=== uart_out_interface ===
Figure 1. Register map, names as in the netlist (uart_out_interface).
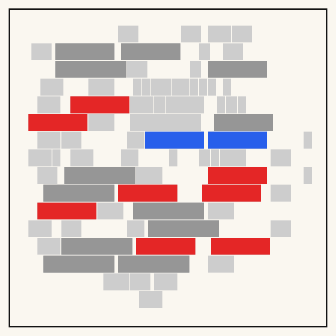
Figure 2. Metal 1 (uart_out_interface).
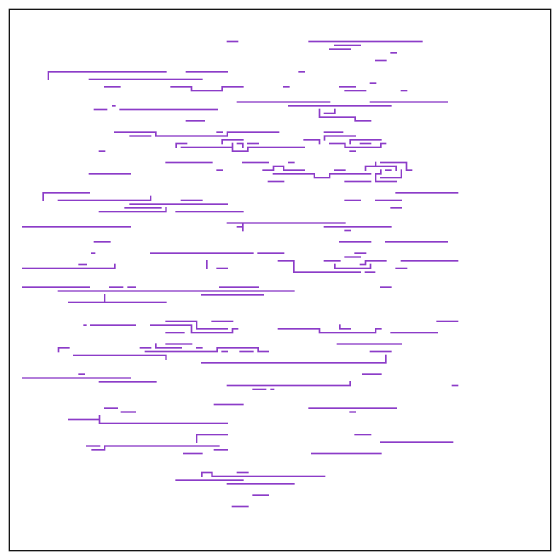
--- config.mk ---
export PLATFORM = sky130hd
export DESIGN_NAME = uart_out_interface
export DESIGN_NICKNAME = d
export VERILOG_FILES = /design/src/rtl/uart_out_interface.sv
export SDC_FILE = /design/constraint.sdc
export NUM_CORES = 1
export LEC_CHECK = 0
export CAP_MARGIN = 20
export CORE_MARGIN = 2
export CORE_UTILIZATION = 40
export CTS_CLUSTER_DIAMETER = 40
export DETAILED_ROUTE_END_ITERATION = 8
export GPL_ROUTABILITY_DRIVEN = 0
export HOLD_SLACK_MARGIN = 0.1
export PLACE_DENSITY = 0.78
export SETUP_SLACK_MARGIN = 0.1
export SYNTH_ARGS = -nofsm -noshare
export SYNTH_HDL_FRONTEND = slang
export SYNTH_SLANG_ARGS = --single-unit
--- constraint.sdc ---
create_clock -name clk -period 1.6 [get_ports clk]
set_clock_uncertainty 0.05 [all_clocks]
set_input_delay 0.24 -clock clk [delete_from_list [all_inputs] [get_ports clk]]
set_output_delay 0.24 -clock clk [all_outputs]
set_load 0.02 [all_outputs]
--- src/rtl/uart_out_interface.sv ---
// Byte buffer between the SoPU and a UART transmitter using an rts/rtr handshake.
// Define UART_OUT_FIFO_EN for a FIFO_DEPTH-entry FIFO; otherwise a single holding register buffers one byte.
module uart_out_interface #(
    parameter int FIFO_DEPTH = 4
) (
    input  logic                          clk,
    input  logic                          rst,
    input  logic                          write_enable,
    input  logic [7:0]                    byte_in,
    output logic                          write_ready,
    input  logic                          uart_to_sop_rtr,
    output logic                          sop_to_uart_rts,
    output logic [7:0]                    uart_byte_out,
    output logic                          byte_sent,
    output logic [$clog2(FIFO_DEPTH):0]   fifo_count,
    output logic                          overflow
);

    localparam int CW = $clog2(FIFO_DEPTH) + 1;

    typedef enum logic [1:0] {IDLE, SEND, DONE} state_t;

    state_t     state;
    logic       push;
    logic       pop;
    logic [7:0] head_byte;

    assign push = write_enable && write_ready;
    assign pop  = (state == IDLE) && (fifo_count != '0);

`ifdef UART_OUT_FIFO_EN
    localparam int            PW      = $clog2(FIFO_DEPTH);
    localparam logic [CW-1:0] DEPTH_C = CW'(FIFO_DEPTH);

    logic [7:0]    mem [FIFO_DEPTH];
    logic [PW-1:0] wr_ptr;
    logic [PW-1:0] rd_ptr;

    assign write_ready = (fifo_count < DEPTH_C);
    assign head_byte   = mem[rd_ptr];

    always_ff @(posedge clk) begin
        if (push) mem[wr_ptr] <= byte_in;
    end

    // Power-of-two depth lets the pointers wrap naturally.
    always_ff @(posedge clk or posedge rst) begin
        if (rst) begin
            wr_ptr     <= '0;
            rd_ptr     <= '0;
            fifo_count <= '0;
        end else begin
            if (push) wr_ptr <= wr_ptr + 1'b1;
            if (pop)  rd_ptr <= rd_ptr + 1'b1;
            case ({push, pop})
                2'b10:   fifo_count <= fifo_count + 1'b1;
                2'b01:   fifo_count <= fifo_count - 1'b1;
                default: fifo_count <= fifo_count;
            endcase
        end
    end
`else
    logic [7:0] hold_reg;

    assign write_ready = (fifo_count == '0);
    assign head_byte   = hold_reg;

    always_ff @(posedge clk) begin
        if (push) hold_reg <= byte_in;
    end

    // push needs an empty register and pop a full one, so they never coincide.
    always_ff @(posedge clk or posedge rst) begin
        if (rst) begin
            fifo_count <= '0;
        end else if (push) begin
            fifo_count <= CW'(1);
        end else if (pop) begin
            fifo_count <= '0;
        end
    end
`endif

    always_ff @(posedge clk or posedge rst) begin
        if (rst) begin
            overflow <= 1'b0;
        end else if (write_enable && !write_ready) begin
            overflow <= 1'b1;
        end
    end

    always_ff @(posedge clk or posedge rst) begin
        if (rst) begin
            state           <= IDLE;
            sop_to_uart_rts <= 1'b0;
            byte_sent       <= 1'b0;
            uart_byte_out   <= '0;
        end else begin
            case (state)
                IDLE: begin
                    if (pop) begin
                        uart_byte_out   <= head_byte;
                        sop_to_uart_rts <= 1'b1;
                        state           <= SEND;
                    end
                end
                SEND: begin
                    if (uart_to_sop_rtr) begin
                        sop_to_uart_rts <= 1'b0;
                        byte_sent       <= 1'b1;
                        state           <= DONE;
                    end
                end
                DONE: begin
                    byte_sent <= 1'b0;
                    state     <= IDLE;
                end
                default: begin
                    sop_to_uart_rts <= 1'b0;
                    byte_sent       <= 1'b0;
                    state           <= IDLE;
                end
            endcase
        end
    end

endmodule

==> results.yml <==
# implementation run metrics
global_routing:
  grt_first_pass_wirelength_mm: 2.221
  busiest_layer: "met2"
  grt_remaining_overflow: 0
  use_met2_pct: 20.60
pwr:
  p_comb_share_pct: 37.2
  p_comb_w: 0.000788
  clockPowerShare_pct: 19.2
  seqPwrFrac_pct: 43.6
logic_synthesis:
  synth-compound-area-share_pct: 3.622
  yosys_area_um2: 794.5
  netlist_instances: 51
  synthesis.area_um2: 794.5
  yosysTopAreaCell: "dfrtp_1"
  netlist_top_cells_count: "14 x dfrtp_1, 8 x edfxtp_1, 8 x mux2_2, 6 x nor2_1"
  synth.avg_cell_area_um2: 15.58
  ff_type: "dfrtp_1"
  yosys.area_share.simple_pct: 6.929
  ys_seq_share_pct: 74.33
  fa_ha_area_share_pct: 0
  ys_seq_elements: 22
cells_and_area:
  inv_count: 3
  fin_nets: 92
  signal_buffers: 25
  flops: 22
  design_area_mm2: 0.001097
  diodes: 0
  syn2layout_area_growth_pct: 38.11
  seq_share_pct: 53.82
  lay_top_count: "dfrtp_1"
  lay_top_cells: "14 x dfrtp_1, 12 x dlygate4sd2_1, 11 x clkdlybuf4s50_1"
  fillCellCount: 172
  n_clock_buffer: 3
final_timing:
  holdWs_ns: 0.2230
  tightest_slew_ns: 0.5413
  layout_setup_ws_ns: 0.2041
  finalClockPeriodUsage_pct: 87.24
  timing_hold_violations_final: 0
  setup_violations: 0
clock_tree:
  cts_buffer_depth: 2
  cts_hold_buf: 0
  cts_buffers: 3
  clockRootBuffer: "clkbuf_4"
critical_path:
  start_kind: "register"
  ff2ff_path_depth: 3
  reg2reg_from: "state[1]"
  cp_cell_sequence: "dlygate4sd2_1"
  crit_type: "register to output pin"
outcome:
  status: "finished clean"
run:
  cap_viol_max_count: 0
route:
  maxUsedRoutingLayer: "met4"
  drtAntennaViolNets: 0
  wl_met2_um: 576
die:
  io_pins: 27
  die_h_um: 48.57
  chipArea_mm2: 0.002359
  die_x_um: 48.57
  tap_cells: 27
placed_design:
  dp_hpwl_um: 928.6
min_path:
  hold_path.class: "input port to asynchronous set/reset pin"
About Figure 1:
Key: `uart_byte_out` = red [sequential cells 8]; `state` = blue [sequential cells 2]
Another 12 sequential cells are not colored.

About Figure 2:
The layer holds 47% of the routed length. The layer carries 589 um of wire. The wires run mostly horizontal. The longest straight run is 21.2 um.


=== mem_wb_stage ===
Figure 3. Metal 1 (mem_wb_stage).
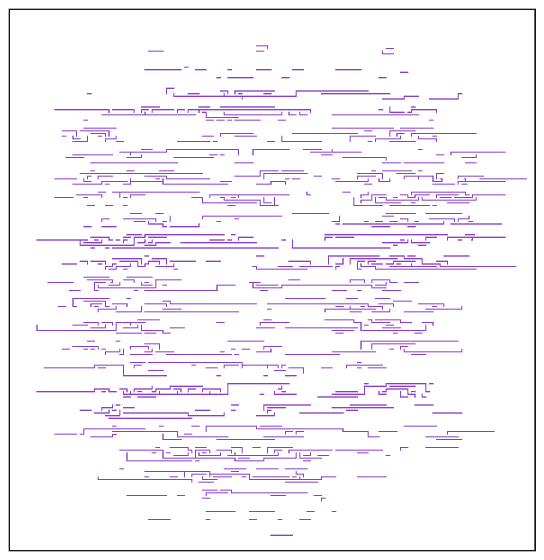
<file path="src/rtl/mem_wb_stage.sv">
// mem_wb_stage: MEM/WB pipeline register with a stall-on-load-miss FSM.
// A load whose read data is not ready yet parks its destination in a pending
// register and raises busy until memory answers (WAIT_MEM state).
// Optional feature macro: WB_FWD_EN adds the decode-stage bypass compare
// ports A_addr, B_addr, fwd_A_hit, fwd_B_hit and fwd_data.
module mem_wb_stage (
    input  logic        clk_50MHz,
    input  logic        rst,
    input  logic        stall,
    input  logic        flush,
    input  logic        in_valid,
    input  logic [2:0]  in_reg_op,
    input  logic [2:0]  in_wb_addr,
    input  logic [15:0] in_alu_data,
    input  logic        in_is_load,
    input  logic [15:0] mem_rdata,
    input  logic        mem_ready,
    output logic [2:0]  reg_op,
    output logic [2:0]  wb_addr,
    output logic [15:0] wb_data,
    output logic        busy
`ifdef WB_FWD_EN
    ,
    input  logic [2:0]  A_addr,
    input  logic [2:0]  B_addr,
    output logic        fwd_A_hit,
    output logic        fwd_B_hit,
    output logic [15:0] fwd_data
`endif
);

    typedef enum logic [2:0] {
        OP_NOP = 3'd0,
        OP_REG = 3'd1,
        OP_T   = 3'd2,
        OP_SP  = 3'd3,
        OP_IH  = 3'd4,
        OP_RA  = 3'd5
    } reg_op_e;

    typedef enum logic {
        IDLE     = 1'b0,
        WAIT_MEM = 1'b1
    } state_e;

    state_e      state;
    state_e      next_state;

    logic [2:0]  pend_op;
    logic [2:0]  pend_addr;

    logic [2:0]  nxt_reg_op;
    logic [2:0]  nxt_wb_addr;
    logic [15:0] nxt_wb_data;
    logic [2:0]  nxt_pend_op;
    logic [2:0]  nxt_pend_addr;

    // Encodings 6 and 7 are reserved and behave like an empty slot.
    logic        op_ok;
    assign op_ok = (in_reg_op <= OP_RA);

    // Slot that actually enters the stage this cycle (not stalled, real op).
    logic        take;
    assign take = !stall && in_valid && op_ok;

    // State register.
    // NOTE: sequential state uses non-blocking assignments so every flop
    // samples the values from before the edge, independent of block order.
    always_ff @(posedge clk_50MHz or negedge rst) begin
        if (!rst) begin
            state <= IDLE;
        end else begin
            state <= next_state;
        end
    end

    // Next-state logic: flush always returns to IDLE, a load miss parks in WAIT_MEM.
    // NOTE: every variable driven here gets a default first, so no path can
    // leave it unassigned and infer a latch.
    always_comb begin
        next_state = state;
        if (flush) begin
            next_state = IDLE;
        end else begin
            case (state)
                IDLE:     if (take && in_is_load && !mem_ready) next_state = WAIT_MEM;
                WAIT_MEM: if (mem_ready) next_state = IDLE;
                default:  next_state = IDLE;
            endcase
        end
    end

    // Output logic: next contents of the WB register and the pending load slot.
    always_comb begin
        nxt_reg_op    = reg_op;
        nxt_wb_addr   = wb_addr;
        nxt_wb_data   = wb_data;
        nxt_pend_op   = pend_op;
        nxt_pend_addr = pend_addr;

        if (flush) begin
            // Bubble; a parked load is discarded together with its destination.
            nxt_reg_op    = OP_NOP;
            nxt_pend_op   = OP_NOP;
            nxt_pend_addr = '0;
        end else if (state == WAIT_MEM) begin
            // Upstream is held by busy, so in_* carries nothing meaningful here.
            if (mem_ready) begin
                nxt_reg_op  = pend_op;
                nxt_wb_addr = pend_addr;
                nxt_wb_data = mem_rdata;
            end else begin
                nxt_reg_op  = OP_NOP;
            end
        end else if (stall) begin
            // Hold everything: rewriting the same register value is harmless.
        end else if (!in_valid || !op_ok) begin
            // Empty slot: address and data keep their old values.
            nxt_reg_op = OP_NOP;
        end else if (!in_is_load) begin
            nxt_reg_op  = in_reg_op;
            nxt_wb_addr = in_wb_addr;
            nxt_wb_data = in_alu_data;
        end else if (mem_ready) begin
            nxt_reg_op  = in_reg_op;
            nxt_wb_addr = in_wb_addr;
            nxt_wb_data = mem_rdata;
        end else begin
            nxt_reg_op    = OP_NOP;
            nxt_pend_op   = in_reg_op;
            nxt_pend_addr = in_wb_addr;
        end
    end

    // WB and pending registers; changing only on posedge keeps reg_op/wb_addr
    // stable for the register file's negedge write.
    always_ff @(posedge clk_50MHz or negedge rst) begin
        if (!rst) begin
            reg_op    <= OP_NOP;
            wb_addr   <= '0;
            wb_data   <= '0;
            pend_op   <= OP_NOP;
            pend_addr <= '0;
        end else begin
            reg_op    <= nxt_reg_op;
            wb_addr   <= nxt_wb_addr;
            wb_data   <= nxt_wb_data;
            pend_op   <= nxt_pend_op;
            pend_addr <= nxt_pend_addr;
        end
    end

    assign busy = (state == WAIT_MEM);

`ifdef WB_FWD_EN
    // Only general-register writes can bypass into decode-stage operands.
    assign fwd_A_hit = (reg_op == OP_REG) && (wb_addr == A_addr);
    assign fwd_B_hit = (reg_op == OP_REG) && (wb_addr == B_addr);
    assign fwd_data  = wb_data;
`endif

endmodule

</file>
<file path="config.mk">
export PLATFORM = sky130hd
export DESIGN_NAME = mem_wb_stage
export DESIGN_NICKNAME = d
export VERILOG_FILES = /design/src/rtl/mem_wb_stage.sv
export SDC_FILE = /design/constraint.sdc
export NUM_CORES = 1
export LEC_CHECK = 0
export ABC_AREA = 1
export CORE_AREA = 2 2 65 67
export DETAILED_ROUTE_END_ITERATION = 7
export DIE_AREA = 0 0 67 69
export PLACE_DENSITY = 0.88
export SKIP_CTS_REPAIR_TIMING = 1
export SYNTH_ARGS = -nofsm -noshare
export SYNTH_HDL_FRONTEND = slang
export SYNTH_SLANG_ARGS = --single-unit
</file>
<file path="constraint.sdc">
create_clock -name clk_50MHz -period 2.05 [get_ports clk_50MHz]
set_input_delay 0.615 -clock clk_50MHz [delete_from_list [all_inputs] [get_ports clk_50MHz]]
set_output_delay 0.615 -clock clk_50MHz [all_outputs]
set_load 0.1 [all_outputs]
</file>
==> results.yml <==
# implementation run metrics
outcome:
  status: "finished clean"
logic_synthesis:
  synthArstFlopShare_pct: 100.0
  synthTopLogicFamily: "simple AND/OR/NAND/NOR gates"
  yosys_area_mm2: 0.001762
  netlist_top_cells_count: "180 x nand2_1, 29 x dfrtp_1, 16 x nand3_1, 5 x nor2_1, 4 x a21oi_1"
  synthesis.area_mm2: 0.001762
final_timing:
  finalCriticalPeriod_ns: 1.666
  slew_headroom_pct: 76.83
die:
  initial_core_util_pct: 45.01
global_routing:
  use_met2_pct: 36.08
critical_path:
  cp_slowest_stage_delay_ns: 0.44
  rrSetupSlack_ns: 0.58
  arrival_ns: 1.88
  start_kind: "input port"
  reg2reg_from: "busy"
  worst_ep_required_time_ns: 2.27
cells_and_area:
  lay_top_cells: "180 x nand2_1, 44 x clkdlybuf4s50_1, 29 x dfrtp_1"
  n_clock_buffer: 7
  inv_count: 8
  signal_buffers: 72
  stdcell_count: 383
  regArea_um2: 725.7
pwr:
  ir_drop_mv: 0.6311
  p_leak_nw: 1.488
  p_per_area_mw_per_mm2: 922.0
  clockPowerShare_pct: 19.7
  sw_frac_of_total_pct: 44.29
clock_tree:
  clockRootBuffer: "clkbuf_8"
  htreeDepth: 2
  clock-sinks: 29
  insertion_delay_ns: 0.28
  clk_pin_slew_ns: 0.06
  cts_tree: "done"
route:
  dr.first_iter.drc_count: 132
  wl_met2_mm: 2.267
  maxUsedRoutingLayer: "met4"
  vias: 1845
Notes on Figure 3 above:
The layer holds 41% of the routed length. The wires run mostly horizontal. The layer carries 1860 um of wire.



==> notes/layouts.md <==
Pictures saved along the way, in no particular order.

Cell placement.
(a)
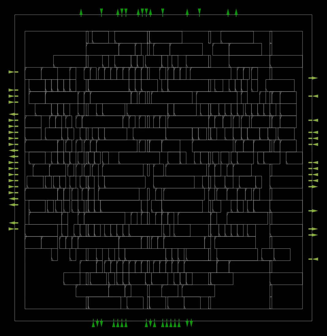
(b)
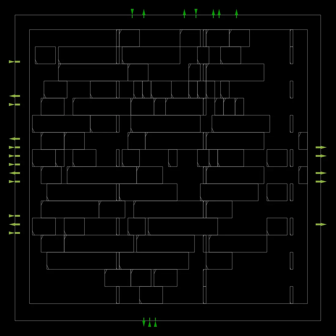
(a): mem_wb_stage
(b): uart_out_interface
The one with the most sequential cells is (a).

Power and IR drop assume default switching activity.
